==================== uart_tx_sched_flat
==> src/rtl/uart_tx_sched_if.sv <==
// rtl/uart_tx_sched_if.sv - requester-side byte handshake bundle for uart_tx_sched
interface uart_tx_sched_if;
    logic [1:0] req_valid;
    logic [7:0] req_data0;
    logic [7:0] req_data1;
    logic [1:0] req_ready;

    modport master (output req_valid, output req_data0, output req_data1, input req_ready);
    modport slave  (input req_valid, input req_data0, input req_data1, output req_ready);
endinterface

==> src/rtl/uart_tx_sched.sv <==
// rtl/uart_tx_sched.sv - two-requester round-robin UART framer driving tx_clk_gen
// Optional even parity bit when UART_TX_PARITY_EN is defined.
module uart_tx_sched #(
    parameter int STOP_BITS   = 1,
    parameter int TIMEOUT_CYC = 65535,
    parameter int TO_WD       = 16
) (
    input  logic           clk,
    input  logic           rst_n,
    uart_tx_sched_if.slave req,
    input  logic           bps_clk,
    output logic           tx_start,
    output logic           tx_done,
    output logic           txd,
    output logic           busy,
    output logic           gnt_id,
    output logic           err_timeout
);
    typedef enum logic [2:0] {
        S_IDLE,
        S_WAIT,
        S_START,
        S_DATA,
`ifdef UART_TX_PARITY_EN
        S_PAR,
`endif
        S_STOP,
        S_END
    } state_t;

    localparam logic [TO_WD-1:0] WD_LAST = TO_WD'(TIMEOUT_CYC - 1);

    state_t           state;
    state_t           state_nxt;
    logic [7:0]       data_q;
    logic [2:0]       bit_idx;
    logic             stop_cnt;
    logic [TO_WD-1:0] wd_cnt;
    logic             last_gnt;
    logic             grant;
    logic             gnt_sel;
    logic             wd_hit;
    logic             stop_last;

    logic             txd_nxt;
    logic             tx_start_nxt;
    logic             tx_done_nxt;
    logic             busy_nxt;
    logic             err_nxt;
    logic [1:0]       ready_nxt;

    // With both requesters valid, the one not served last wins.
    always_comb begin
        grant = (state == S_IDLE) && (req.req_valid != 2'b00);
        case (req.req_valid)
            2'b01:   gnt_sel = 1'b0;
            2'b10:   gnt_sel = 1'b1;
            default: gnt_sel = ~last_gnt;
        endcase
    end

    // Abort fires on the cycle the counter would reach TIMEOUT_CYC without a baud pulse.
    assign wd_hit    = (state != S_IDLE) && (state != S_END) && !bps_clk && (wd_cnt == WD_LAST);
    assign stop_last = (STOP_BITS == 1) || stop_cnt;

    always_ff @(posedge clk or negedge rst_n) begin
        if (!rst_n) begin
            state <= S_IDLE;
        end else begin
            state <= state_nxt;
        end
    end

    always_comb begin
        state_nxt = state;
        if (wd_hit) begin
            state_nxt = S_IDLE;
        end else begin
            case (state)
                S_IDLE:  if (grant) state_nxt = S_WAIT;
                S_WAIT:  if (bps_clk) state_nxt = S_START;
                S_START: if (bps_clk) state_nxt = S_DATA;
`ifdef UART_TX_PARITY_EN
                S_DATA:  if (bps_clk && bit_idx == 3'd7) state_nxt = S_PAR;
                S_PAR:   if (bps_clk) state_nxt = S_STOP;
`else
                S_DATA:  if (bps_clk && bit_idx == 3'd7) state_nxt = S_STOP;
`endif
                S_STOP:  if (bps_clk && stop_last) state_nxt = S_END;
                S_END:   state_nxt = S_IDLE;
                default: state_nxt = S_IDLE;
            endcase
        end
    end

    always_comb begin
        txd_nxt      = txd;
        tx_start_nxt = grant;
        ready_nxt    = grant ? (gnt_sel ? 2'b10 : 2'b01) : 2'b00;
        tx_done_nxt  = wd_hit || ((state == S_STOP) && (state_nxt == S_END));
        err_nxt      = wd_hit;
        busy_nxt     = (state_nxt != S_IDLE) && (state_nxt != S_END);
        if (wd_hit) begin
            txd_nxt = 1'b1;
        end else if (bps_clk) begin
            case (state)
                S_WAIT:  txd_nxt = 1'b0;
                S_START: txd_nxt = data_q[0];
`ifdef UART_TX_PARITY_EN
                S_DATA:  txd_nxt = (bit_idx == 3'd7) ? ^data_q : data_q[bit_idx + 3'd1];
`else
                S_DATA:  txd_nxt = (bit_idx == 3'd7) ? 1'b1 : data_q[bit_idx + 3'd1];
`endif
                default: txd_nxt = 1'b1;
            endcase
        end
    end

    always_ff @(posedge clk or negedge rst_n) begin
        if (!rst_n) begin
            txd           <= 1'b1;
            tx_start      <= 1'b0;
            tx_done       <= 1'b0;
            busy          <= 1'b0;
            err_timeout   <= 1'b0;
            req.req_ready <= 2'b00;
        end else begin
            txd           <= txd_nxt;
            tx_start      <= tx_start_nxt;
            tx_done       <= tx_done_nxt;
            busy          <= busy_nxt;
            err_timeout   <= err_nxt;
            req.req_ready <= ready_nxt;
        end
    end

    // last_gnt resets to 1 so requester 0 wins the first contention.
    always_ff @(posedge clk or negedge rst_n) begin
        if (!rst_n) begin
            data_q   <= 8'h00;
            gnt_id   <= 1'b0;
            last_gnt <= 1'b1;
            bit_idx  <= 3'd0;
            stop_cnt <= 1'b0;
            wd_cnt   <= '0;
        end else begin
            if (grant) begin
                data_q   <= gnt_sel ? req.req_data1 : req.req_data0;
                gnt_id   <= gnt_sel;
                last_gnt <= gnt_sel;
            end
            if (state == S_START) begin
                bit_idx <= 3'd0;
            end else if (state == S_DATA && bps_clk) begin
                bit_idx <= bit_idx + 3'd1;
            end
            if (state != S_STOP) begin
                stop_cnt <= 1'b0;
            end else if (bps_clk) begin
                stop_cnt <= 1'b1;
            end
            if (state == S_IDLE || bps_clk) begin
                wd_cnt <= '0;
            end else begin
                wd_cnt <= wd_cnt + TO_WD'(1);
            end
        end
    end
endmodule

==> src/flat_wrapper.sv <==
// flat-port wrapper written by rule: the top's interface ports become plain ports
module uart_tx_sched_flat 
#(
    parameter int STOP_BITS   = 1,
    parameter int TIMEOUT_CYC = 65535,
    parameter int TO_WD       = 16
)
  (clk, rst_n, bps_clk, tx_start, tx_done, txd, busy, gnt_id, err_timeout, req_req_valid, req_req_data0, req_req_data1, req_req_ready);
  uart_tx_sched_if req_i ();
  input  logic clk;
  input  logic rst_n;
  input  logic bps_clk;
  output logic tx_start;
  output logic tx_done;
  output logic txd;
  output logic busy;
  output logic gnt_id;
  output logic err_timeout;
  input wire logic [$bits(req_i.req_valid)-1:0] req_req_valid;
  input wire logic [$bits(req_i.req_data0)-1:0] req_req_data0;
  input wire logic [$bits(req_i.req_data1)-1:0] req_req_data1;
  output wire logic [$bits(req_i.req_ready)-1:0] req_req_ready;
  assign req_i.req_valid = req_req_valid;
  assign req_i.req_data0 = req_req_data0;
  assign req_i.req_data1 = req_req_data1;
  assign req_req_ready = req_i.req_ready;
  uart_tx_sched #(.STOP_BITS(STOP_BITS), .TIMEOUT_CYC(TIMEOUT_CYC), .TO_WD(TO_WD)) u_core (.clk(clk), .rst_n(rst_n), .req(req_i), .bps_clk(bps_clk), .tx_start(tx_start), .tx_done(tx_done), .txd(txd), .busy(busy), .gnt_id(gnt_id), .err_timeout(err_timeout));
endmodule
==> config.mk <==
export PLATFORM = sky130hd
export DESIGN_NAME = uart_tx_sched_flat
export DESIGN_NICKNAME = d
export VERILOG_FILES = /design/src/rtl/uart_tx_sched_if.sv /design/src/rtl/uart_tx_sched.sv /design/src/flat_wrapper.sv
export SDC_FILE = /design/constraint.sdc
export NUM_CORES = 1
export LEC_CHECK = 0
export CORE_MARGIN = 2
export CORE_UTILIZATION = 50
export DETAILED_ROUTE_END_ITERATION = 8
export PLACE_DENSITY_LB_ADDON = 0.05
export REMOVE_ABC_BUFFERS = 1
export SETUP_SLACK_MARGIN = 0.1
export SLEW_MARGIN = 20
export SYNTH_ARGS = -nofsm -noshare
export SYNTH_HDL_FRONTEND = slang
export SYNTH_SLANG_ARGS = --single-unit
export TNS_END_PERCENT = 1
==> constraint.sdc <==
create_clock -name clk -period 2.2 [get_ports clk]
set_input_delay 0.55 -clock clk [delete_from_list [all_inputs] [get_ports clk]]
set_output_delay 0.55 -clock clk [all_outputs]
set_load 0.05 [all_outputs]
### M3 wires, uart_tx_sched_flat

The bar under the picture is 20 um long. Cells faint in the background.
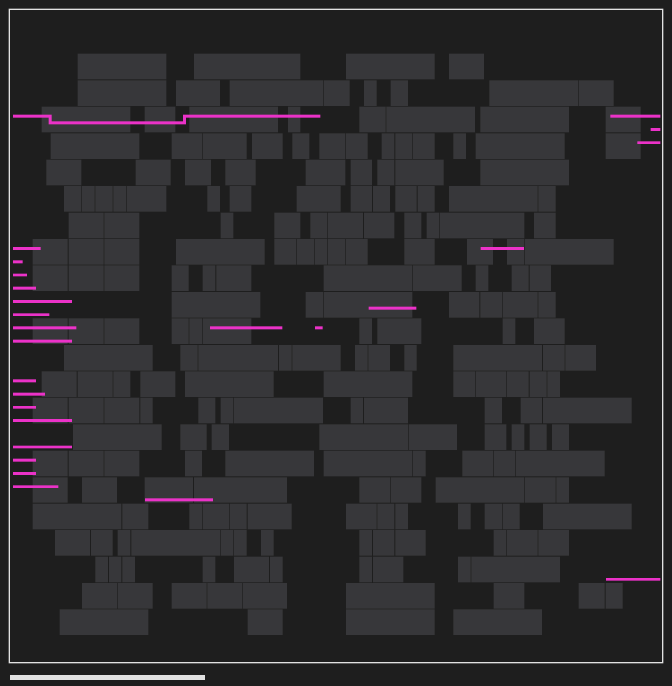
The layer carries 123 um of wire. The wires run mostly horizontal. The longest straight run is 13.8 um. The layer holds 3.6% of the routed length. 23 nets have wire on it.

==> summary.txt <==
flow finished, numbers: status finished, final reports clean, Yosys top cell area share 0.466, WHS 0.295 ns, Top non-seq family simple AND/OR/NAND/NOR gates, pre-CTS WS 0.0195 ns, port buffer count 28, Period minus WS final 1.99 ns, # resized after CTS 0, Layout area overhead 20.0%, Initial Utilization 0.530, WL/cell 13.0 um, Largest Pwr Group sequential cells, share of layout cells above drive strength 1 0.114, total negative slack 0 ns, combinational gates 134, critical path peak fanout 2, worst r2r dst u_core.txd, gpl congestion 0.727, fin util 0.636, setup repair after global routing missed its margin false, post-DR vias/cell 5.43, Setup crit end kind primary output, FP Rows 22, post-synth area from yosys stat 1990 um^2, Post-synth top cells 37 x dfrtp_1, 32 x nor2_1, 18 x a21oi_1, 10 x mux2i_1, 10 x xor2_1, Post-DP Area 2260 um^2, number of global-route vias before repair 1429, final worst slack 0.212 ns, crit path launch u_core.gnt_id, Worst setup SP type flip-flop, Routed Antenna Nets 0, Hold Vio Cnt, Final 0, tool warning count 27, ys cells 190, Post-synth EDFFs 0, Synth Flop Type dfrtp_1, Top Metal Used met4, Total Routed Length 3470 um, largest net degree at the start of global routing 40, drt pass-1 iters 4, critical-path cell list clkdlybuf4s50_1, Final Power 0.00235 W
### Routing congestion, uart_tx_sched_flat

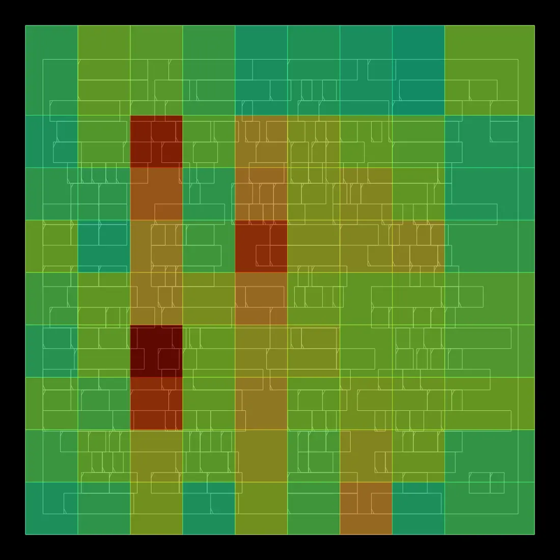
GRT Max-Usage Layer: met2
met2 GRT Util: 0.325
met1 track demand over resource: 0.206


==================== fifo_reader_flat
<file path="src/rtl/fifo_reader_pkg.sv">
// Shared constants and FSM encoding for the FIFO burst reader.
package fifo_reader_pkg;

    localparam int unsigned DEF_WIDTH  = 16;
    localparam int unsigned DEF_CNT_W  = 8;
    localparam int unsigned SKID_DEPTH = 2;
    localparam int unsigned OCC_W      = 2;

    typedef enum logic [1:0] {
        ST_IDLE  = 2'd0,
        ST_RUN   = 2'd1,
        ST_DRAIN = 2'd2
    } state_t;

endpackage

</file>
<file path="src/rtl/fifo_reader_if.sv">
// Upstream FIFO pop port plus downstream valid/ready stream.
interface fifo_reader_if
    import fifo_reader_pkg::*;
#(
    parameter int unsigned WIDTH = DEF_WIDTH
) ();

    logic             fifo_empty;
    logic             fifo_rd_en;
    logic [WIDTH-1:0] fifo_rdata;
    logic             m_valid;
    logic             m_ready;
    logic [WIDTH-1:0] m_data;

    modport master (
        input  fifo_empty,
        input  fifo_rdata,
        input  m_ready,
        output fifo_rd_en,
        output m_valid,
        output m_data
    );

    modport slave (
        output fifo_empty,
        output fifo_rdata,
        output m_ready,
        input  fifo_rd_en,
        input  m_valid,
        input  m_data
    );

endinterface

</file>
<file path="src/rtl/fifo_reader_skid.sv">
// Two-entry output buffer: head drives the stream, tail absorbs one extra word.
module fifo_reader_skid
    import fifo_reader_pkg::*;
#(
    parameter int unsigned WIDTH = DEF_WIDTH
) (
    input  logic             clk,
    input  logic             rst,
    input  logic             in_valid,
    input  logic [WIDTH-1:0] in_data,
    input  logic             out_ready,
    output logic             out_valid,
    output logic [WIDTH-1:0] out_data,
    output logic [OCC_W-1:0] occupancy
);

    logic             head_v;
    logic             tail_v;
    logic [WIDTH-1:0] head_q;
    logic [WIDTH-1:0] tail_q;
    logic             pop_c;

    assign pop_c = head_v & out_ready;

    // Capture/pop bookkeeping; entries always fill head first, tail shifts to head on pop.
    always_ff @(posedge clk) begin
        if (!rst) begin
            head_v <= 1'b0;
            tail_v <= 1'b0;
            head_q <= '0;
            tail_q <= '0;
        end else begin
            case ({tail_v, head_v})
                2'b00: begin
                    if (in_valid) begin
                        head_v <= 1'b1;
                        head_q <= in_data;
                    end
                end
                2'b01: begin
                    if (in_valid && pop_c) begin
                        head_q <= in_data;
                    end else if (in_valid) begin
                        tail_v <= 1'b1;
                        tail_q <= in_data;
                    end else if (pop_c) begin
                        head_v <= 1'b0;
                    end
                end
                2'b11: begin
                    if (pop_c) begin
                        head_q <= tail_q;
                        if (in_valid) begin
                            tail_q <= in_data;
                        end else begin
                            tail_v <= 1'b0;
                        end
                    end
                end
                default: begin
                    head_v <= 1'b0;
                    tail_v <= 1'b0;
                end
            endcase
        end
    end

    assign out_valid = head_v;
    assign out_data  = head_q;
    assign occupancy = OCC_W'(head_v) + OCC_W'(tail_v);

endmodule

</file>
<file path="src/rtl/fifo_reader.sv">
// Reads a burst of words from an upstream FIFO and streams them downstream.
module fifo_reader
    import fifo_reader_pkg::*;
#(
    parameter int unsigned WIDTH = DEF_WIDTH,
    parameter int unsigned CNT_W = DEF_CNT_W
) (
    input  logic             clk,
    input  logic             rst,
    input  logic             start,
    input  logic [CNT_W-1:0] burst_len,
    output logic             busy,
    output logic             done,
    fifo_reader_if.master    bus
);

    state_t           state_q;
    state_t           state_d;
    logic [CNT_W-1:0] cnt_q;
    logic [CNT_W-1:0] cnt_d;
    logic             inflight_q;
    logic             done_d;
    logic             busy_q;
    logic             done_q;

    logic             skid_valid;
    logic [WIDTH-1:0] skid_data;
    logic [OCC_W-1:0] occ;
    logic             pop_c;
    logic [2:0]       occ_after_c;
    logic             rd_en_c;

    fifo_reader_skid #(
        .WIDTH (WIDTH)
    ) u_skid (
        .clk       (clk),
        .rst       (rst),
        .in_valid  (inflight_q),
        .in_data   (bus.fifo_rdata),
        .out_ready (bus.m_ready),
        .out_valid (skid_valid),
        .out_data  (skid_data),
        .occupancy (occ)
    );

    // Buffer fill level once this cycle's capture and pop have settled.
    assign pop_c       = skid_valid & bus.m_ready;
    assign occ_after_c = 3'(occ) + 3'(inflight_q) - 3'(pop_c);
    assign rd_en_c     = (state_q == ST_RUN) && !bus.fifo_empty &&
                         (cnt_q != '0) && (occ_after_c < 3'd2);

    assign bus.fifo_rd_en = rd_en_c;
    assign bus.m_valid    = skid_valid;
    assign bus.m_data     = skid_data;
    assign busy           = busy_q;
    assign done           = done_q;

    // Next-state, issue counter and completion pulse.
    always_comb begin
        state_d = state_q;
        cnt_d   = cnt_q;
        done_d  = 1'b0;
        case (state_q)
            ST_IDLE: begin
                if (start) begin
                    if (burst_len != '0) begin
                        state_d = ST_RUN;
                        cnt_d   = burst_len;
                    end else begin
                        done_d = 1'b1;
                    end
                end
            end
            ST_RUN: begin
                if (rd_en_c) begin
                    cnt_d = cnt_q - CNT_W'(1);
                    if (cnt_q == CNT_W'(1)) begin
                        state_d = ST_DRAIN;
                    end
                end
            end
            ST_DRAIN: begin
                // Leave once the last in-flight word has been captured and popped.
                if (occ_after_c == 3'd0) begin
                    state_d = ST_IDLE;
                    done_d  = 1'b1;
                end
            end
            default: begin
                state_d = ST_IDLE;
            end
        endcase
    end

    // State, counters and registered status outputs.
    always_ff @(posedge clk) begin
        if (!rst) begin
            state_q    <= ST_IDLE;
            cnt_q      <= '0;
            inflight_q <= 1'b0;
            busy_q     <= 1'b0;
            done_q     <= 1'b0;
        end else begin
            state_q    <= state_d;
            cnt_q      <= cnt_d;
            inflight_q <= rd_en_c;
            busy_q     <= (state_d != ST_IDLE);
            done_q     <= done_d;
        end
    end

endmodule
</file>
<file path="src/flat_wrapper.sv">
// flat-port wrapper written by rule: the top's interface ports become plain ports
module fifo_reader_flat import fifo_reader_pkg::*;
#(
    parameter int unsigned WIDTH = DEF_WIDTH,
    parameter int unsigned CNT_W = DEF_CNT_W
)
  (clk, rst, start, burst_len, busy, done, bus_fifo_empty, bus_fifo_rdata, bus_m_ready, bus_fifo_rd_en, bus_m_valid, bus_m_data);
  fifo_reader_if #(.WIDTH(WIDTH)) bus_i ();
  input  logic clk;
  input  logic rst;
  input  logic start;
  input  logic [CNT_W-1:0] burst_len;
  output logic busy;
  output logic done;
  input wire logic [$bits(bus_i.fifo_empty)-1:0] bus_fifo_empty;
  input wire logic [$bits(bus_i.fifo_rdata)-1:0] bus_fifo_rdata;
  input wire logic [$bits(bus_i.m_ready)-1:0] bus_m_ready;
  output wire logic [$bits(bus_i.fifo_rd_en)-1:0] bus_fifo_rd_en;
  output wire logic [$bits(bus_i.m_valid)-1:0] bus_m_valid;
  output wire logic [$bits(bus_i.m_data)-1:0] bus_m_data;
  assign bus_i.fifo_empty = bus_fifo_empty;
  assign bus_i.fifo_rdata = bus_fifo_rdata;
  assign bus_i.m_ready = bus_m_ready;
  assign bus_fifo_rd_en = bus_i.fifo_rd_en;
  assign bus_m_valid = bus_i.m_valid;
  assign bus_m_data = bus_i.m_data;
  fifo_reader #(.WIDTH(WIDTH), .CNT_W(CNT_W)) u_core (.clk(clk), .rst(rst), .start(start), .burst_len(burst_len), .busy(busy), .done(done), .bus(bus_i));
endmodule
</file>
<file path="config.mk">
export PLATFORM = sky130hd
export DESIGN_NAME = fifo_reader_flat
export DESIGN_NICKNAME = d
export VERILOG_FILES = /design/src/rtl/fifo_reader_pkg.sv /design/src/rtl/fifo_reader_if.sv /design/src/rtl/fifo_reader_skid.sv /design/src/rtl/fifo_reader.sv /design/src/flat_wrapper.sv
export SDC_FILE = /design/constraint.sdc
export NUM_CORES = 1
export LEC_CHECK = 0
export CAP_MARGIN = 40
export CELL_PAD_IN_SITES_DETAIL_PLACEMENT = 0
export CELL_PAD_IN_SITES_GLOBAL_PLACEMENT = 2
export CORE_MARGIN = 2
export CORE_UTILIZATION = 30
export CTS_BUF_LIST = sky130_fd_sc_hd__clkbuf_4
export DETAILED_ROUTE_END_ITERATION = 10
export PLACE_DENSITY = 0.84
export REMOVE_ABC_BUFFERS = 1
export SLEW_MARGIN = 40
export SYNTH_ARGS = -nofsm -noshare
export SYNTH_HDL_FRONTEND = slang
export SYNTH_HIERARCHICAL = 1
export SYNTH_SLANG_ARGS = --single-unit
</file>
<file path="constraint.sdc">
create_clock -name clk -period 3.45 [get_ports clk]
set_input_delay 0.8625 -clock clk [delete_from_list [all_inputs] [get_ports clk]]
set_output_delay 0.8625 -clock clk [all_outputs]
set_load 0.05 [all_outputs]
</file>
### Routing congestion, fifo_reader_flat

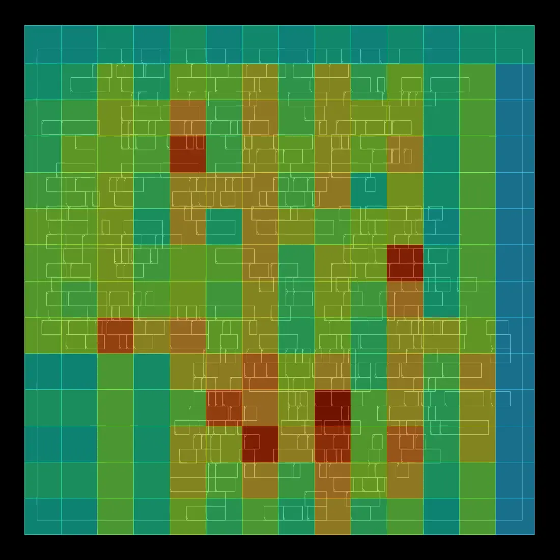
met3 usage: 0.0246
met2 GRT Util: 0.217
GRT Max-Usage Layer: met2

### M3 wires, fifo_reader_flat

The bar under the picture is 20 um long. Cells faint in the background.
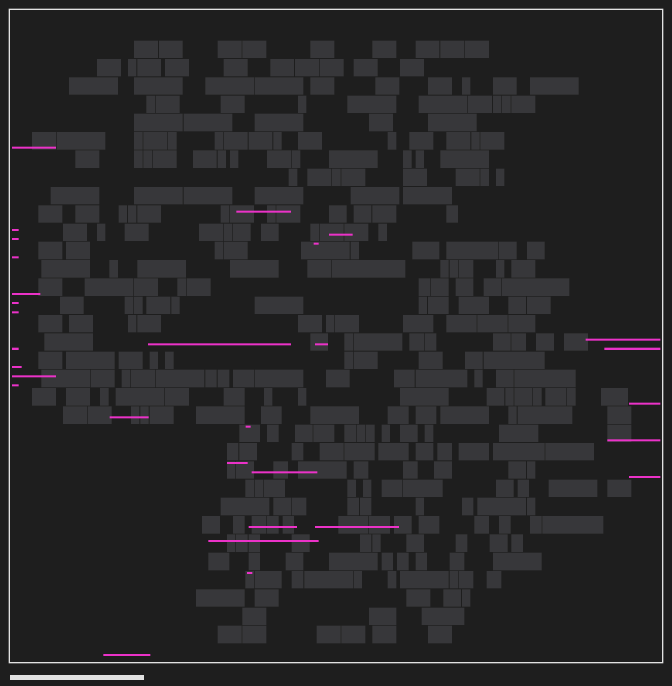
The longest straight run is 20.9 um. The layer holds 2.6% of the routed length. 24 nets have wire on it. The wires run mostly horizontal. The layer carries 151 um of wire.

==> summary.txt <==
flow finished, numbers: WHS 0.468 ns, yosys warns 6, WL/cell 13.3 um, biggest area consumer among synthesized cells dfxtp_1, worst r2r dst u_core/cnt_q[4], Tcrit/Tclk final 0.998, post-DR vias/cell 4.85, FP Rows 33, # resized after CTS 19, vias 2141, maximum VDD drop 0.254 mV, critical path peak fanout 2, number of diodes 0, final worst slack 0.00762 ns, die width 97.0 um, signal buffers share of area 0.186, Combinational Area 1530 um^2, Initial Utilization 0.313, registers 47, register area 943 um^2, port buffer count 48, Final Power 0.00189 W, TAP cells 105, initial antenna violation count 0, # IOs 49, Design Area, Final 3360 um^2, crit-path max cell delay 0.45 ns, initial DRC count 47, routed length on met1 2800 um, Synth Flop Type dfxtp_1, Period minus WS final 3.44 ns, fmax 0.290 GHz, relative slew slack 0.528, pre-CTS WS -0.571 ns, status finished, final reports clean, Largest Pwr Group combinational cells, TritonCTS sink count 47, ys async rst share 0, DR DRC count 0, Avg Cell Area, Syn 9.23 um^2, setup repair after global routing missed its margin true, Crit path depth 9, critical-path cell list buf_6 > and2_4 > ha_4 > inv_2 > ha_4 > fa_2 > nor4_4 > and2_4 > buf_12

==================== valve_pulse_driver
==> config.mk <==
export PLATFORM = sky130hd
export DESIGN_NAME = valve_pulse_driver
export DESIGN_NICKNAME = d
export VERILOG_FILES = /design/src/rtl/valve_pulse_driver.sv
export SDC_FILE = /design/constraint.sdc
export NUM_CORES = 1
export LEC_CHECK = 0
export CAP_MARGIN = 30
export CORE_MARGIN = 4
export CORE_UTILIZATION = 40
export CTS_CLUSTER_SIZE = 24
export DETAILED_ROUTE_END_ITERATION = 6
export GPL_TIMING_DRIVEN = 1
export SYNTH_ARGS = -nofsm -noshare
export SYNTH_HDL_FRONTEND = slang
export SYNTH_SLANG_ARGS = --single-unit
==> constraint.sdc <==
create_clock -name sm_clock -period 2.6 [get_ports sm_clock]
set_clock_uncertainty 0.05 [all_clocks]
set_input_delay 0.52 -clock sm_clock [delete_from_list [all_inputs] [get_ports sm_clock]]
set_output_delay 0.52 -clock sm_clock [all_outputs]
set_load 0.03 [all_outputs]
==> src/rtl/valve_pulse_driver.sv <==
// valve_pulse_driver: solenoid drive with min-on/min-off/max-on timing; actuation counter under VPD_ACT_COUNT_EN
module valve_pulse_driver #(
    parameter int ON_MIN  = 16,
    parameter int OFF_MIN = 8,
    parameter int ON_MAX  = 1024,
    parameter int CNT_W   = 16
) (
    input  logic             sm_clock,
    input  logic             reset,
    input  logic             req_in,
    input  logic             fault_clr,
    output logic             valve_out,
    output logic             busy,
    output logic             fault,
    output logic [CNT_W-1:0] act_count
);
    typedef enum logic [2:0] {IDLE, OPEN_MIN, OPEN, CLOSE_MIN, FAULT} state_t;
    localparam logic [15:0] ON_MIN_T  = 16'(ON_MIN - 1);
    localparam logic [15:0] OFF_MIN_T = 16'(OFF_MIN - 1);
    localparam logic [15:0] ON_MAX_T  = 16'(ON_MAX - 1);
    state_t      r_state;
    state_t      w_next;
    logic [15:0] r_timer;
    logic        w_keep;
    assign w_keep = (w_next == r_state) || (r_state == OPEN_MIN && w_next == OPEN);
    // next-state selection; unused encodings fall back to IDLE
    always_comb begin
        w_next = r_state;
        case (r_state)
            IDLE:      if (req_in) w_next = OPEN_MIN;
            OPEN_MIN:  if (r_timer == ON_MIN_T) w_next = req_in ? OPEN : CLOSE_MIN;
            OPEN:      w_next = !req_in ? CLOSE_MIN : (r_timer == ON_MAX_T) ? FAULT : OPEN;
            CLOSE_MIN: if (r_timer == OFF_MIN_T) w_next = IDLE;
            FAULT:     if (fault_clr && !req_in) w_next = CLOSE_MIN;
            default:   w_next = IDLE;
        endcase
    end
    // state, shared timer and registered outputs decoded from the next state
    always_ff @(posedge sm_clock) begin
        if (reset) begin
            r_state   <= IDLE;
            r_timer   <= '0;
            valve_out <= 1'b0;
            busy      <= 1'b0;
            fault     <= 1'b0;
        end else begin
            r_state   <= w_next;
            r_timer   <= w_keep ? r_timer + 16'd1 : 16'd0;
            valve_out <= (w_next == OPEN_MIN) || (w_next == OPEN);
            busy      <= w_next != IDLE;
            fault     <= w_next == FAULT;
        end
    end
`ifdef VPD_ACT_COUNT_EN
    logic [CNT_W-1:0] r_count;
    // saturating count of IDLE to OPEN_MIN transitions
    always_ff @(posedge sm_clock) begin
        if (reset) r_count <= '0;
        else if (r_state == IDLE && req_in && !(&r_count)) r_count <= r_count + 1'b1;
    end
    assign act_count = r_count;
`else
    assign act_count = '0;
`endif
endmodule

### Routing congestion, valve_pulse_driver

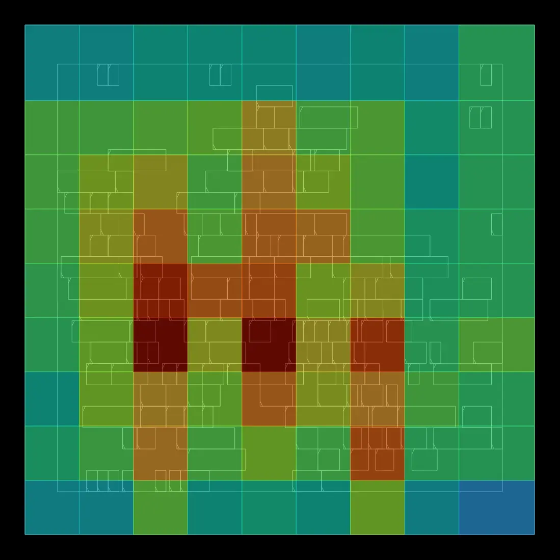
WL/cell: 13.9 um
GRT Max-Usage Layer: met2
GR Util All Layers: 0.133

==> summary.txt <==
flow finished, numbers: critical path's slowest cell or4_4, sequential power 0.000350 W, met2 GRT Util 0.223, Slew Limit Fails 0, Post-synth EDFFs 0, Reg-to-Reg Start r_timer[11], TAP cells 44, Top Metal Used met4, Comb group 0.000105 W, fin util 0.465, Hold Vio Cnt, Final 0, drt pass-1 iters 4, Combinational Area 768 um^2, fa+ha+maj area frac 0.00969, crit-path leading delay family simple AND/OR/NAND/NOR gates, mux frac, synth 0, number of global-route vias before repair 964, Simple Share, Synth 0.358, Setup violations, final 0, Fillers 297, critical-path cell list or4_4 > or4_4 > and3_4 > nor3_4 > a31o_4 > nor4_1, Synth Flop Type dfxtp_1, largest net degree at the start of global routing 17, registers 22, # IOs 23, Largest cells by area dfxtp_1 34%, buf_4 9.9%, xnor2_1 6.1%, fin nets 156, # resized after CTS 0, CP Data Required Time 2.76 ns, Routed Antenna Nets 0, fmax 0.394 GHz, met1 track demand over resource 0.166, Avg Cell Area, Syn 9.36 um^2, Worst Path Buf+Inv 0, CLK BUF 3, Hold Path End r_timer[0], actual slew at the worst max-slew pin 0.558 ns, FP Rows 20, Gate Count Post-Synth 138, Design Area, Final 1430 um^2, Pleak 0.511 nW, yosys warns 0, Die Span Y 64.8 um, Worst setup SP type flip-flop, die width 64.8 um, crit-path max cell delay 0.58 ns, Hold Path Class flip-flop to flip-flop, initial antenna violation count 0, maximum VDD drop 0.372 mV, Clock Power Share 0.367, Setup crit end kind flip-flop, post-synthesis compound-gate area fraction 0.0543, status finished, final reports clean

==================== freq_div_arbiter
### Wiring by layer, freq_div_arbiter

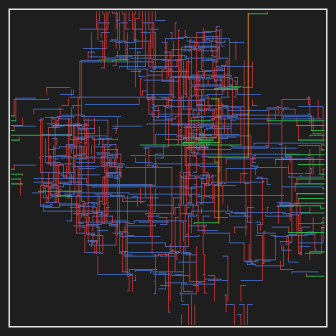
### Clock wires, drivers and flops, freq_div_arbiter

The bar under the picture is 20 um long.
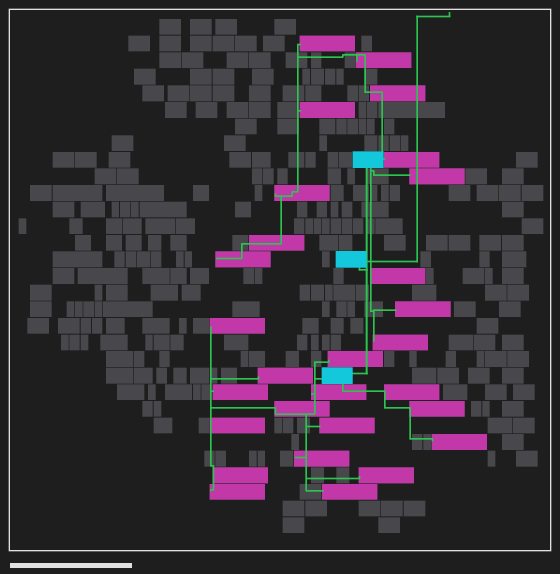
--- src/rtl/freq_div_arb_pkg.sv ---
// Shared types and helpers for the frequency-divider arbiter.
// Optional feature: FDA_TIMEOUT_EN (see freq_div_arbiter.sv).
package freq_div_arb_pkg;

   typedef enum logic [1:0] {
      S_IDLE   = 2'd0,
      S_GRANT  = 2'd1,
      S_SWITCH = 2'd2,
      S_DWELL  = 2'd3
   } state_e;

   localparam int FDA_DEFAULT_SEL = 0;

   localparam int BUS_MAX   = 256;
   localparam int SLICE_MAX = 32;

   // Slice idx of width w out of a packed per-requester bus.
   function automatic logic [SLICE_MAX-1:0] fda_slice(
      input logic [BUS_MAX-1:0] bus,
      input int                 idx,
      input int                 w
   );
      logic [BUS_MAX-1:0] sh;
      logic [BUS_MAX-1:0] mask;
      sh   = bus >> (idx * w);
      mask = (BUS_MAX'(1) << w) - BUS_MAX'(1);
      return SLICE_MAX'(sh & mask);
   endfunction

endpackage

--- src/rtl/freq_div_arbiter_rr_arbiter.sv ---
// Combinational round-robin pick: first requester at or after
// the pointer wins; one-hot winner plus its index.
module rr_arbiter
   import freq_div_arb_pkg::*;
#(
   parameter int NREQ  = 4,
   parameter int IDX_W = $clog2(NREQ)
) (
   input  logic [NREQ-1:0]  req_i,
   input  logic [IDX_W-1:0] ptr_i,
   output logic [NREQ-1:0]  win_o,
   output logic [IDX_W-1:0] idx_o,
   output logic             any_o
);

   int j;

   always_comb begin
      win_o = '0;
      idx_o = '0;
      any_o = 1'b0;
      j     = 0;
      for (int i = 0; i < NREQ; i++) begin
         j = (int'(ptr_i) + i) % NREQ;
         if (!any_o && req_i[IDX_W'(j)]) begin
            any_o             = 1'b1;
            win_o[IDX_W'(j)]  = 1'b1;
            idx_o             = IDX_W'(j);
         end
      end
   end

endmodule

--- src/rtl/freq_div_arbiter.sv ---
// Round-robin sequencer sharing one divider select between requesters.
// Define FDA_TIMEOUT_EN to force the select after 2^TO_W-1 wrapless cycles.
module freq_div_arbiter
   import freq_div_arb_pkg::*;
#(
   parameter int NREQ        = 4,
   parameter int SEL_W       = 3,
   parameter int DWELL_W     = 8,
   parameter int DEFAULT_SEL = FDA_DEFAULT_SEL,
   parameter int TO_W        = 10
) (
   input  logic                    clk,
   input  logic                    reset,
   input  logic [NREQ-1:0]         req,
   input  logic [NREQ*SEL_W-1:0]   req_sel,
   input  logic [NREQ*DWELL_W-1:0] req_dwell,
   input  logic                    wrap,
   output logic [NREQ-1:0]         gnt,
   output logic [NREQ-1:0]         done,
   output logic [SEL_W-1:0]        fsel,
   output logic                    busy,
   output logic                    timeout
);

   localparam int IDX_W = $clog2(NREQ);

   if (NREQ < 2 || NREQ > 8 || TO_W < 2) begin : g_param_chk
      $error("freq_div_arbiter: bad parameter");
   end

   state_e             state_q;
   logic [NREQ-1:0]    gnt_q;
   logic [NREQ-1:0]    done_q;
   logic [SEL_W-1:0]   fsel_q;
   logic [SEL_W-1:0]   sel_q;
   logic [DWELL_W-1:0] cnt_q;
   logic [IDX_W-1:0]   idx_q;
   logic [IDX_W-1:0]   ptr_q;

   logic [NREQ-1:0]    win;
   logic [IDX_W-1:0]   win_idx;
   logic               win_any;
   logic [SEL_W-1:0]   sel_d;
   logic [DWELL_W-1:0] dwell_raw;
   logic [DWELL_W-1:0] dwell_d;
   logic [IDX_W-1:0]   ptr_d;
   logic               held;

   rr_arbiter #(
      .NREQ  (NREQ),
      .IDX_W (IDX_W)
   ) u_rr (
      .req_i (req),
      .ptr_i (ptr_q),
      .win_o (win),
      .idx_o (win_idx),
      .any_o (win_any)
   );

   assign sel_d     = SEL_W'(fda_slice(BUS_MAX'(req_sel), int'(win_idx), SEL_W));
   assign dwell_raw = DWELL_W'(fda_slice(BUS_MAX'(req_dwell), int'(win_idx), DWELL_W));
   assign dwell_d   = (dwell_raw == '0) ? DWELL_W'(1) : dwell_raw;

   assign ptr_d = (idx_q == IDX_W'(NREQ - 1)) ? '0 : idx_q + 1'b1;
   assign held  = req[idx_q];

`ifdef FDA_TIMEOUT_EN
   localparam logic [TO_W-1:0] TO_LAST = TO_W'((2 ** TO_W) - 2);

   logic [TO_W-1:0] to_cnt_q;
   logic            timeout_q;

   assign timeout = timeout_q;
`else
   assign timeout = 1'b0;
`endif

   always_ff @(posedge clk or posedge reset) begin
      if (reset) begin
         state_q   <= S_IDLE;
         gnt_q     <= '0;
         done_q    <= '0;
         fsel_q    <= SEL_W'(DEFAULT_SEL);
         sel_q     <= '0;
         cnt_q     <= '0;
         idx_q     <= '0;
         ptr_q     <= '0;
`ifdef FDA_TIMEOUT_EN
         to_cnt_q  <= '0;
         timeout_q <= 1'b0;
`endif
      end else begin
         done_q <= '0;
         unique case (state_q)
            S_IDLE: begin
               if (|req) state_q <= S_GRANT;
            end
            S_GRANT: begin
               if (win_any) begin
                  idx_q    <= win_idx;
                  sel_q    <= sel_d;
                  cnt_q    <= dwell_d;
                  gnt_q    <= win;
                  state_q  <= S_SWITCH;
`ifdef FDA_TIMEOUT_EN
                  to_cnt_q <= '0;
`endif
               end else begin
                  state_q <= S_IDLE;
               end
            end
            S_SWITCH: begin
               if (!held) begin
                  gnt_q   <= '0;
                  ptr_q   <= ptr_d;
                  state_q <= S_IDLE;
               end else if (wrap) begin
                  fsel_q  <= sel_q;
                  state_q <= S_DWELL;
               end
`ifdef FDA_TIMEOUT_EN
               // A stalled divider must not hold the grant forever.
               else if (to_cnt_q == TO_LAST) begin
                  fsel_q    <= sel_q;
                  timeout_q <= 1'b1;
                  state_q   <= S_DWELL;
               end else begin
                  to_cnt_q <= to_cnt_q + 1'b1;
               end
`endif
            end
            S_DWELL: begin
               if (!held) begin
                  gnt_q   <= '0;
                  ptr_q   <= ptr_d;
                  state_q <= S_IDLE;
               end else if (wrap) begin
                  if (cnt_q <= DWELL_W'(1)) begin
                     done_q  <= gnt_q;
                     gnt_q   <= '0;
                     ptr_q   <= ptr_d;
                     state_q <= S_IDLE;
                  end else begin
                     cnt_q <= cnt_q - 1'b1;
                  end
               end
            end
            default: state_q <= S_IDLE;
         endcase
      end
   end

   assign gnt  = gnt_q;
   assign done = done_q;
   assign fsel = fsel_q;
   assign busy = (state_q != S_IDLE);

endmodule

--- config.mk ---
export PLATFORM = sky130hd
export DESIGN_NAME = freq_div_arbiter
export DESIGN_NICKNAME = d
export VERILOG_FILES = /design/src/rtl/freq_div_arb_pkg.sv /design/src/rtl/freq_div_arbiter_rr_arbiter.sv /design/src/rtl/freq_div_arbiter.sv
export SDC_FILE = /design/constraint.sdc
export NUM_CORES = 1
export LEC_CHECK = 0
export CORE_MARGIN = 1
export CORE_UTILIZATION = 30
export DETAILED_ROUTE_END_ITERATION = 12
export MAX_ROUTING_LAYER = met4
export PLACE_DENSITY = 0.58
export SLEW_MARGIN = 10
export SYNTH_ARGS = -nofsm -noshare
export SYNTH_HDL_FRONTEND = slang
export SYNTH_SLANG_ARGS = --single-unit
--- constraint.sdc ---
create_clock -name clk -period 4.4 [get_ports clk]
set_clock_uncertainty 0.2 [all_clocks]
set_input_delay 0.88 -clock clk [delete_from_list [all_inputs] [get_ports clk]]
set_output_delay 0.88 -clock clk [all_outputs]
set_load 0.005 [all_outputs]
==> summary.txt <==
flow finished, numbers: inverter count 10, Met3 Wirelength 316 um, max_cap viols 0, Cell Type Count 47, Die Span Y 88.5 um, register area 701 um^2, Power Clock 0.000203 W, TritonCTS sink count 28, status finished, final reports clean, pre-CTS WS 0.355 ns, final worst slack 0.636 ns, Period minus WS final 3.76 ns, combinational share of power 0.676, Gate Count Post-Synth 247, Hold Startpoint sel_q[0], gpl congestion 0.842, CTS tree yes, met2 GRT Util 0.246, most frequent cells in the layout 62 x clkdlybuf4s50_1, 29 x mux2i_1, 28 x dfrtp_1, Largest cells by area dfrtp_1 31%, mux2i_1 13%, ha_1 6.1%, sequential power 0.000463 W, share of layout cells above drive strength 1 0.0912, core area 7250 um^2, setup repair after global routing missed its margin false, Reg power frac 0.226, ys async rst share 1.00, Total Routed Length 5600 um, Area-dominant class multi-input combinational cells, first-pass GRT wire length 9010 um, Avg Cell Area, Syn 9.08 um^2
## Picture notes: 'Wiring by layer' of freq_div_arbiter
Key: met4 = orange [wire length 74.8 um]; met3 = green [wire length 317 um]; met1 = blue [wire length 2530 um]; met2 = red [wire length 2670 um]

## Picture notes: 'Clock wires, drivers and flops' of freq_div_arbiter
Key: cells driving clock nets = cyan [count 3]; clock wires = green [length 357 um]; flip-flops = magenta [count 28]
There are 4 routed clock nets.


==================== vy_hakem_flat
--- src/rtl/vy_hakem_pkg.sv ---
// vy_hakem_pkg: shared widths, FSM state encoding and port ids for the veri yolu arbiter.
package vy_hakem_pkg;

  localparam int ADRES_BIT = 32;
  localparam int BLOK_BIT  = 128;

  // BOSTA: idle/arbitrating, ISTEK: request held downstream, YANIT: read block returning
  typedef enum logic [1:0] {
    BOSTA = 2'd0,
    ISTEK = 2'd1,
    YANIT = 2'd2
  } durum_e;

  typedef enum logic {
    PORT0 = 1'b0,
    PORT1 = 1'b1
  } port_e;

  function automatic port_e karsi_port(input port_e p);
    return (p == PORT0) ? PORT1 : PORT0;
  endfunction

endpackage

--- src/rtl/vy_hakem_if.sv ---
// vy_hakem_if: one veri yolu request/response channel; the master issues requests and takes read blocks.
interface vy_hakem_if
  import vy_hakem_pkg::*;
();

  logic [ADRES_BIT-1:0] istek_adres;
  logic                 istek_gecerli;
  logic                 istek_yaz;
  logic [BLOK_BIT-1:0]  istek_veri;
  logic                 istek_hazir;
  logic [BLOK_BIT-1:0]  veri;
  logic                 veri_gecerli;
  logic                 veri_hazir;

  modport master (
    output istek_adres, istek_gecerli, istek_yaz, istek_veri, veri_hazir,
    input  istek_hazir, veri, veri_gecerli
  );

  modport slave (
    input  istek_adres, istek_gecerli, istek_yaz, istek_veri, veri_hazir,
    output istek_hazir, veri, veri_gecerli
  );

endinterface

--- src/rtl/vy_hakem.sv ---
// vy_hakem: round-robin arbiter sharing the single veri yolu channel between L1 instruction (port 0)
// and L1 data (port 1); one outstanding transaction, read response routed back to its owner.
module vy_hakem
  import vy_hakem_pkg::*;
(
  input  logic       clk_i,
  input  logic       rst_i,
  vy_hakem_if.slave  p0,
  vy_hakem_if.slave  p1,
  vy_hakem_if.master vy
);

  durum_e r_durum;
  durum_e w_durum_sonraki;
  port_e  r_oncelik;
  port_e  r_sahip;

  logic [ADRES_BIT-1:0] r_adres;
  logic                 r_yaz;
  logic [BLOK_BIT-1:0]  r_veri;

  port_e w_kazanan;
  logic  w_talep;
  logic  w_kabul;
  logic  w_sahip_hazir;

  always_comb begin
    w_kazanan = PORT0;
    w_talep   = p0.istek_gecerli | p1.istek_gecerli;
    if (p0.istek_gecerli && p1.istek_gecerli) begin
      w_kazanan = r_oncelik;
    end else if (p1.istek_gecerli) begin
      w_kazanan = PORT1;
    end
  end

  assign w_kabul       = !rst_i && (r_durum == BOSTA) && w_talep;
  assign w_sahip_hazir = (r_sahip == PORT0) ? p0.veri_hazir : p1.veri_hazir;

  always_ff @(posedge clk_i) begin
    if (rst_i) begin
      r_durum <= BOSTA;
    end else begin
      r_durum <= w_durum_sonraki;
    end
  end

  always_ff @(posedge clk_i) begin
    if (rst_i) begin
      r_oncelik <= PORT0;
      r_sahip   <= PORT0;
      r_adres   <= '0;
      r_yaz     <= 1'b0;
      r_veri    <= '0;
    end else if (w_kabul) begin
      r_sahip   <= w_kazanan;
      r_oncelik <= karsi_port(w_kazanan);
      if (w_kazanan == PORT0) begin
        r_adres <= p0.istek_adres;
        r_yaz   <= p0.istek_yaz;
        r_veri  <= p0.istek_veri;
      end else begin
        r_adres <= p1.istek_adres;
        r_yaz   <= p1.istek_yaz;
        r_veri  <= p1.istek_veri;
      end
    end
  end

  // Outputs are forced low while rst_i is high, even in the cycle before the synchronous reset lands.
  always_comb begin
    w_durum_sonraki  = r_durum;
    p0.istek_hazir   = 1'b0;
    p1.istek_hazir   = 1'b0;
    p0.veri          = '0;
    p0.veri_gecerli  = 1'b0;
    p1.veri          = '0;
    p1.veri_gecerli  = 1'b0;
    vy.istek_adres   = '0;
    vy.istek_gecerli = 1'b0;
    vy.istek_yaz     = 1'b0;
    vy.istek_veri    = '0;
    vy.veri_hazir    = 1'b0;
    if (!rst_i) begin
      case (r_durum)
        BOSTA: begin
          p0.istek_hazir = w_talep && (w_kazanan == PORT0);
          p1.istek_hazir = w_talep && (w_kazanan == PORT1);
          if (w_kabul) begin
            w_durum_sonraki = ISTEK;
          end
        end
        ISTEK: begin
          vy.istek_adres   = r_adres;
          vy.istek_gecerli = 1'b1;
          vy.istek_yaz     = r_yaz;
          vy.istek_veri    = r_veri;
          if (vy.istek_hazir) begin
            w_durum_sonraki = r_yaz ? BOSTA : YANIT;
          end
        end
        YANIT: begin
          vy.veri_hazir = w_sahip_hazir;
          if (r_sahip == PORT0) begin
            p0.veri         = vy.veri;
            p0.veri_gecerli = vy.veri_gecerli;
          end else begin
            p1.veri         = vy.veri;
            p1.veri_gecerli = vy.veri_gecerli;
          end
          if (vy.veri_gecerli && w_sahip_hazir) begin
            w_durum_sonraki = BOSTA;
          end
        end
        default: w_durum_sonraki = BOSTA;
      endcase
    end
  end

endmodule

--- src/flat_wrapper.sv ---
// flat-port wrapper written by rule: the top's interface ports become plain ports
module vy_hakem_flat import vy_hakem_pkg::*;
  (clk_i, rst_i, p0_istek_adres, p0_istek_gecerli, p0_istek_yaz, p0_istek_veri, p0_veri_hazir, p0_istek_hazir, p0_veri, p0_veri_gecerli, p1_istek_adres, p1_istek_gecerli, p1_istek_yaz, p1_istek_veri, p1_veri_hazir, p1_istek_hazir, p1_veri, p1_veri_gecerli, vy_istek_adres, vy_istek_gecerli, vy_istek_yaz, vy_istek_veri, vy_veri_hazir, vy_istek_hazir, vy_veri, vy_veri_gecerli);
  vy_hakem_if p0_i ();
  vy_hakem_if p1_i ();
  vy_hakem_if vy_i ();
  input  logic clk_i;
  input  logic rst_i;
  input wire logic [$bits(p0_i.istek_adres)-1:0] p0_istek_adres;
  input wire logic [$bits(p0_i.istek_gecerli)-1:0] p0_istek_gecerli;
  input wire logic [$bits(p0_i.istek_yaz)-1:0] p0_istek_yaz;
  input wire logic [$bits(p0_i.istek_veri)-1:0] p0_istek_veri;
  input wire logic [$bits(p0_i.veri_hazir)-1:0] p0_veri_hazir;
  output wire logic [$bits(p0_i.istek_hazir)-1:0] p0_istek_hazir;
  output wire logic [$bits(p0_i.veri)-1:0] p0_veri;
  output wire logic [$bits(p0_i.veri_gecerli)-1:0] p0_veri_gecerli;
  input wire logic [$bits(p1_i.istek_adres)-1:0] p1_istek_adres;
  input wire logic [$bits(p1_i.istek_gecerli)-1:0] p1_istek_gecerli;
  input wire logic [$bits(p1_i.istek_yaz)-1:0] p1_istek_yaz;
  input wire logic [$bits(p1_i.istek_veri)-1:0] p1_istek_veri;
  input wire logic [$bits(p1_i.veri_hazir)-1:0] p1_veri_hazir;
  output wire logic [$bits(p1_i.istek_hazir)-1:0] p1_istek_hazir;
  output wire logic [$bits(p1_i.veri)-1:0] p1_veri;
  output wire logic [$bits(p1_i.veri_gecerli)-1:0] p1_veri_gecerli;
  output wire logic [$bits(vy_i.istek_adres)-1:0] vy_istek_adres;
  output wire logic [$bits(vy_i.istek_gecerli)-1:0] vy_istek_gecerli;
  output wire logic [$bits(vy_i.istek_yaz)-1:0] vy_istek_yaz;
  output wire logic [$bits(vy_i.istek_veri)-1:0] vy_istek_veri;
  output wire logic [$bits(vy_i.veri_hazir)-1:0] vy_veri_hazir;
  input wire logic [$bits(vy_i.istek_hazir)-1:0] vy_istek_hazir;
  input wire logic [$bits(vy_i.veri)-1:0] vy_veri;
  input wire logic [$bits(vy_i.veri_gecerli)-1:0] vy_veri_gecerli;
  assign p0_i.istek_adres = p0_istek_adres;
  assign p0_i.istek_gecerli = p0_istek_gecerli;
  assign p0_i.istek_yaz = p0_istek_yaz;
  assign p0_i.istek_veri = p0_istek_veri;
  assign p0_i.veri_hazir = p0_veri_hazir;
  assign p0_istek_hazir = p0_i.istek_hazir;
  assign p0_veri = p0_i.veri;
  assign p0_veri_gecerli = p0_i.veri_gecerli;
  assign p1_i.istek_adres = p1_istek_adres;
  assign p1_i.istek_gecerli = p1_istek_gecerli;
  assign p1_i.istek_yaz = p1_istek_yaz;
  assign p1_i.istek_veri = p1_istek_veri;
  assign p1_i.veri_hazir = p1_veri_hazir;
  assign p1_istek_hazir = p1_i.istek_hazir;
  assign p1_veri = p1_i.veri;
  assign p1_veri_gecerli = p1_i.veri_gecerli;
  assign vy_istek_adres = vy_i.istek_adres;
  assign vy_istek_gecerli = vy_i.istek_gecerli;
  assign vy_istek_yaz = vy_i.istek_yaz;
  assign vy_istek_veri = vy_i.istek_veri;
  assign vy_veri_hazir = vy_i.veri_hazir;
  assign vy_i.istek_hazir = vy_istek_hazir;
  assign vy_i.veri = vy_veri;
  assign vy_i.veri_gecerli = vy_veri_gecerli;
  vy_hakem u_core (.clk_i(clk_i), .rst_i(rst_i), .p0(p0_i), .p1(p1_i), .vy(vy_i));
endmodule
--- config.mk ---
export PLATFORM = sky130hd
export DESIGN_NAME = vy_hakem_flat
export DESIGN_NICKNAME = d
export VERILOG_FILES = /design/src/rtl/vy_hakem_pkg.sv /design/src/rtl/vy_hakem_if.sv /design/src/rtl/vy_hakem.sv /design/src/flat_wrapper.sv
export SDC_FILE = /design/constraint.sdc
export NUM_CORES = 1
export LEC_CHECK = 0
export CAP_MARGIN = 30
export CORE_AREA = 2 2 343 345
export DETAILED_ROUTE_END_ITERATION = 12
export DIE_AREA = 0 0 345 347
export GPL_TIMING_DRIVEN = 0
export PLACE_DENSITY_LB_ADDON = 0.15
export REMOVE_ABC_BUFFERS = 1
export SLEW_MARGIN = 20
export SYNTH_ARGS = -nofsm -noshare
export SYNTH_HDL_FRONTEND = slang
export SYNTH_SLANG_ARGS = --single-unit
--- constraint.sdc ---
create_clock -name clk_i -period 2 [get_ports clk_i]
set_input_delay 0.3 -clock clk_i [delete_from_list [all_inputs] [get_ports clk_i]]
set_output_delay 0.3 -clock clk_i [all_outputs]
set_load 0.005 [all_outputs]
### M3 wires, vy_hakem_flat

The bar under the picture is 100 um long. Cells faint in the background.
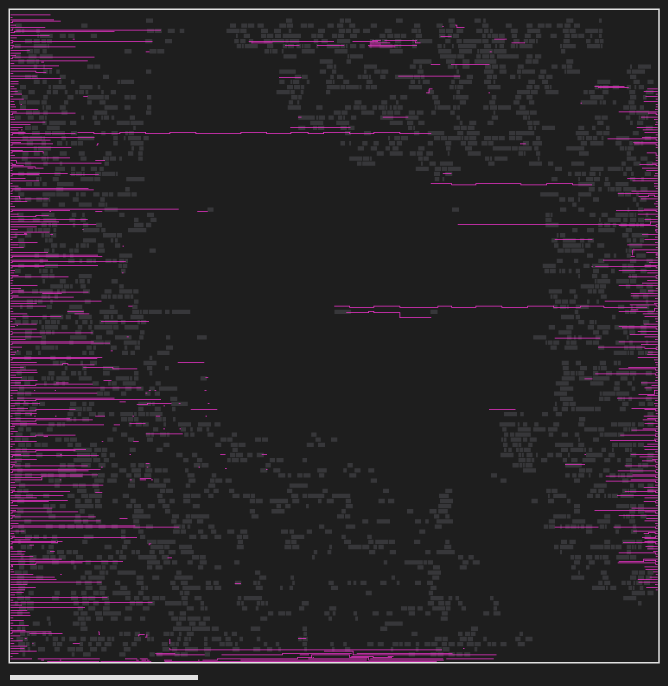
The longest straight run is 145 um. The layer holds 8.4% of the routed length. 522 nets have wire on it. The wires run mostly horizontal. The layer carries 8710 um of wire.

### Met2 routing, vy_hakem_flat

Cells faint in the background.
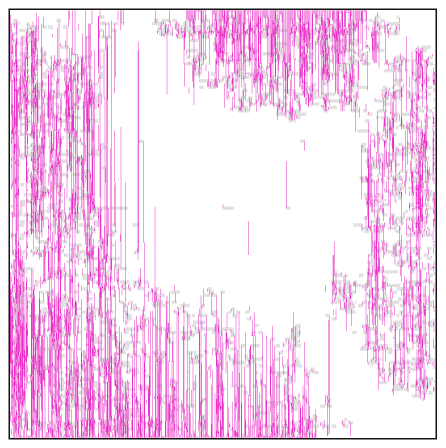
2392 nets have wire on it. The wires run mostly vertical.

### Routing congestion, vy_hakem_flat

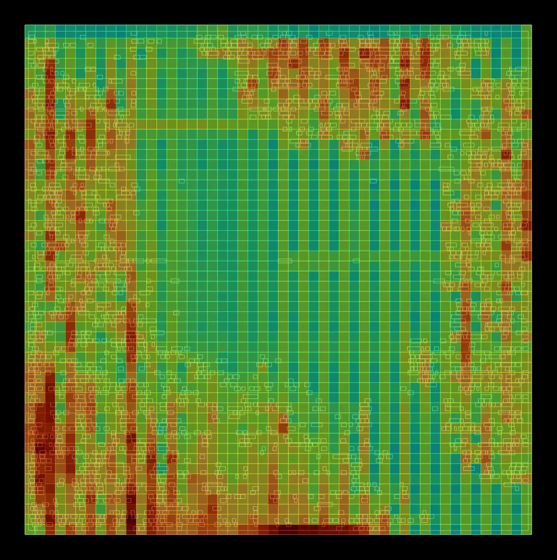
met1 track demand over resource: 0.183
GR Util All Layers: 0.165
fin util: 0.220

==> summary.txt <==
flow finished, numbers: max_cap viols 0, Largest Pwr Group sequential cells, registers 165, vias 14200, critical path's slowest cell or3b_4, Routed Antenna Nets 0, FP Rows 125, Post-synth EDFFs 0, fin cells 3828, CLK BUF 20, inverter count 129, actual slew at the worst max-slew pin 0.682 ns, Worst setup SP type flip-flop, final worst slack -0.785 ns, Non-clk bufs 1127, initial DRC count 647, post-CTS setup buffer count 101, TAP cells 1524, GRT Max-Usage Layer met2, clk_skew 0.0213 ns, Clock buf/inv share 0.0219, signal buffers share of area 0.492, Hold Path End u_core.r_veri[93], most frequent cell after synthesis and2_1, Clock Power Share 0.326, ys cells 1277, Setup violations, final 586, fin nets 2736, # IOs 881, Total Routed Length 104000 um, Cell Count Post-Placement 3584, routed length on met1 40300 um, biggest regs u_core.r_veri (128), u_core.r_adres (32), u_core.r_durum (2), Area-dominant class buffers, drt pass-1 iters 7, most frequent cells in the layout 496 x clkdlybuf4s50_1, 306 x buf_6, 257 x and2_4, Final Power 0.0107 W, relative slew slack 0.545, status complete, but fails checks, H-tree levels 4, Worst Path Buf+Inv 7, met3 usage 0.0647, Top non-seq family simple AND/OR/NAND/NOR gates, Die Span Y 347 um, Crit path depth 10, violated checks setup timing, worst-case clock buffer depth 2, met2 GRT Util 0.286, setup repair after global routing missed its margin true, critical-path cell list or3b_4 > nor2_4 > clkbuf_16 > buf_12 > buf_16 > buf_16 > buf_8 > buf_6 > and2_4 > buf_6, tool warning count 27, mux frac, synth 0.000963, # resized after CTS 1258, Post-DP Area 21400 um^2, Avg Cell Area, Syn 8.14 um^2, clock latency (worst-skew pair) 0.52 ns, switch share 0.323, number of diodes 13, worst hold path depth 3, Gate Count Post-Synth 1277, post-synth area from yosys stat 10400 um^2, TritonCTS Buffers 17


==> gallery <==
Wiring by layer.
shot_01.png
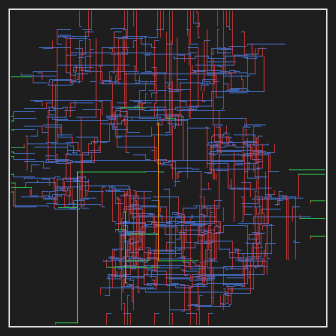
shot_02.png
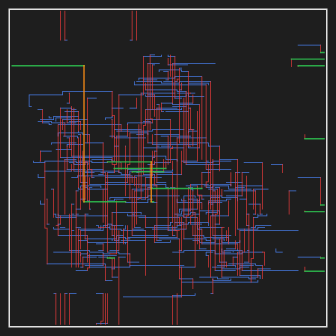
shot_03.png
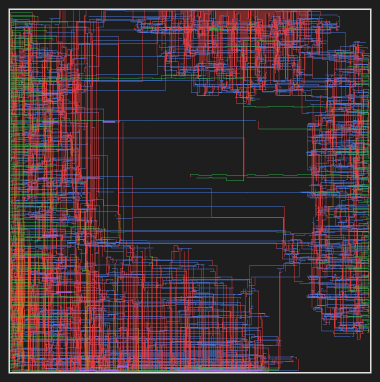
shot_04.png
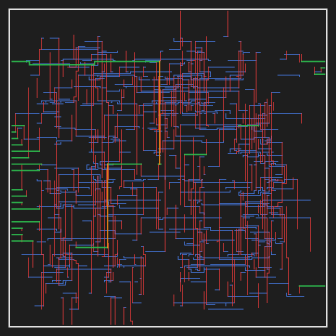
shot_04.png -> uart_tx_sched_flat
shot_02.png -> valve_pulse_driver
shot_01.png -> fifo_reader_flat
shot_03.png -> vy_hakem_flat
Of these, least wire: shot_02.png
Of these, most wire: shot_03.png

Power is estimated from default activity; no workload was simulated.
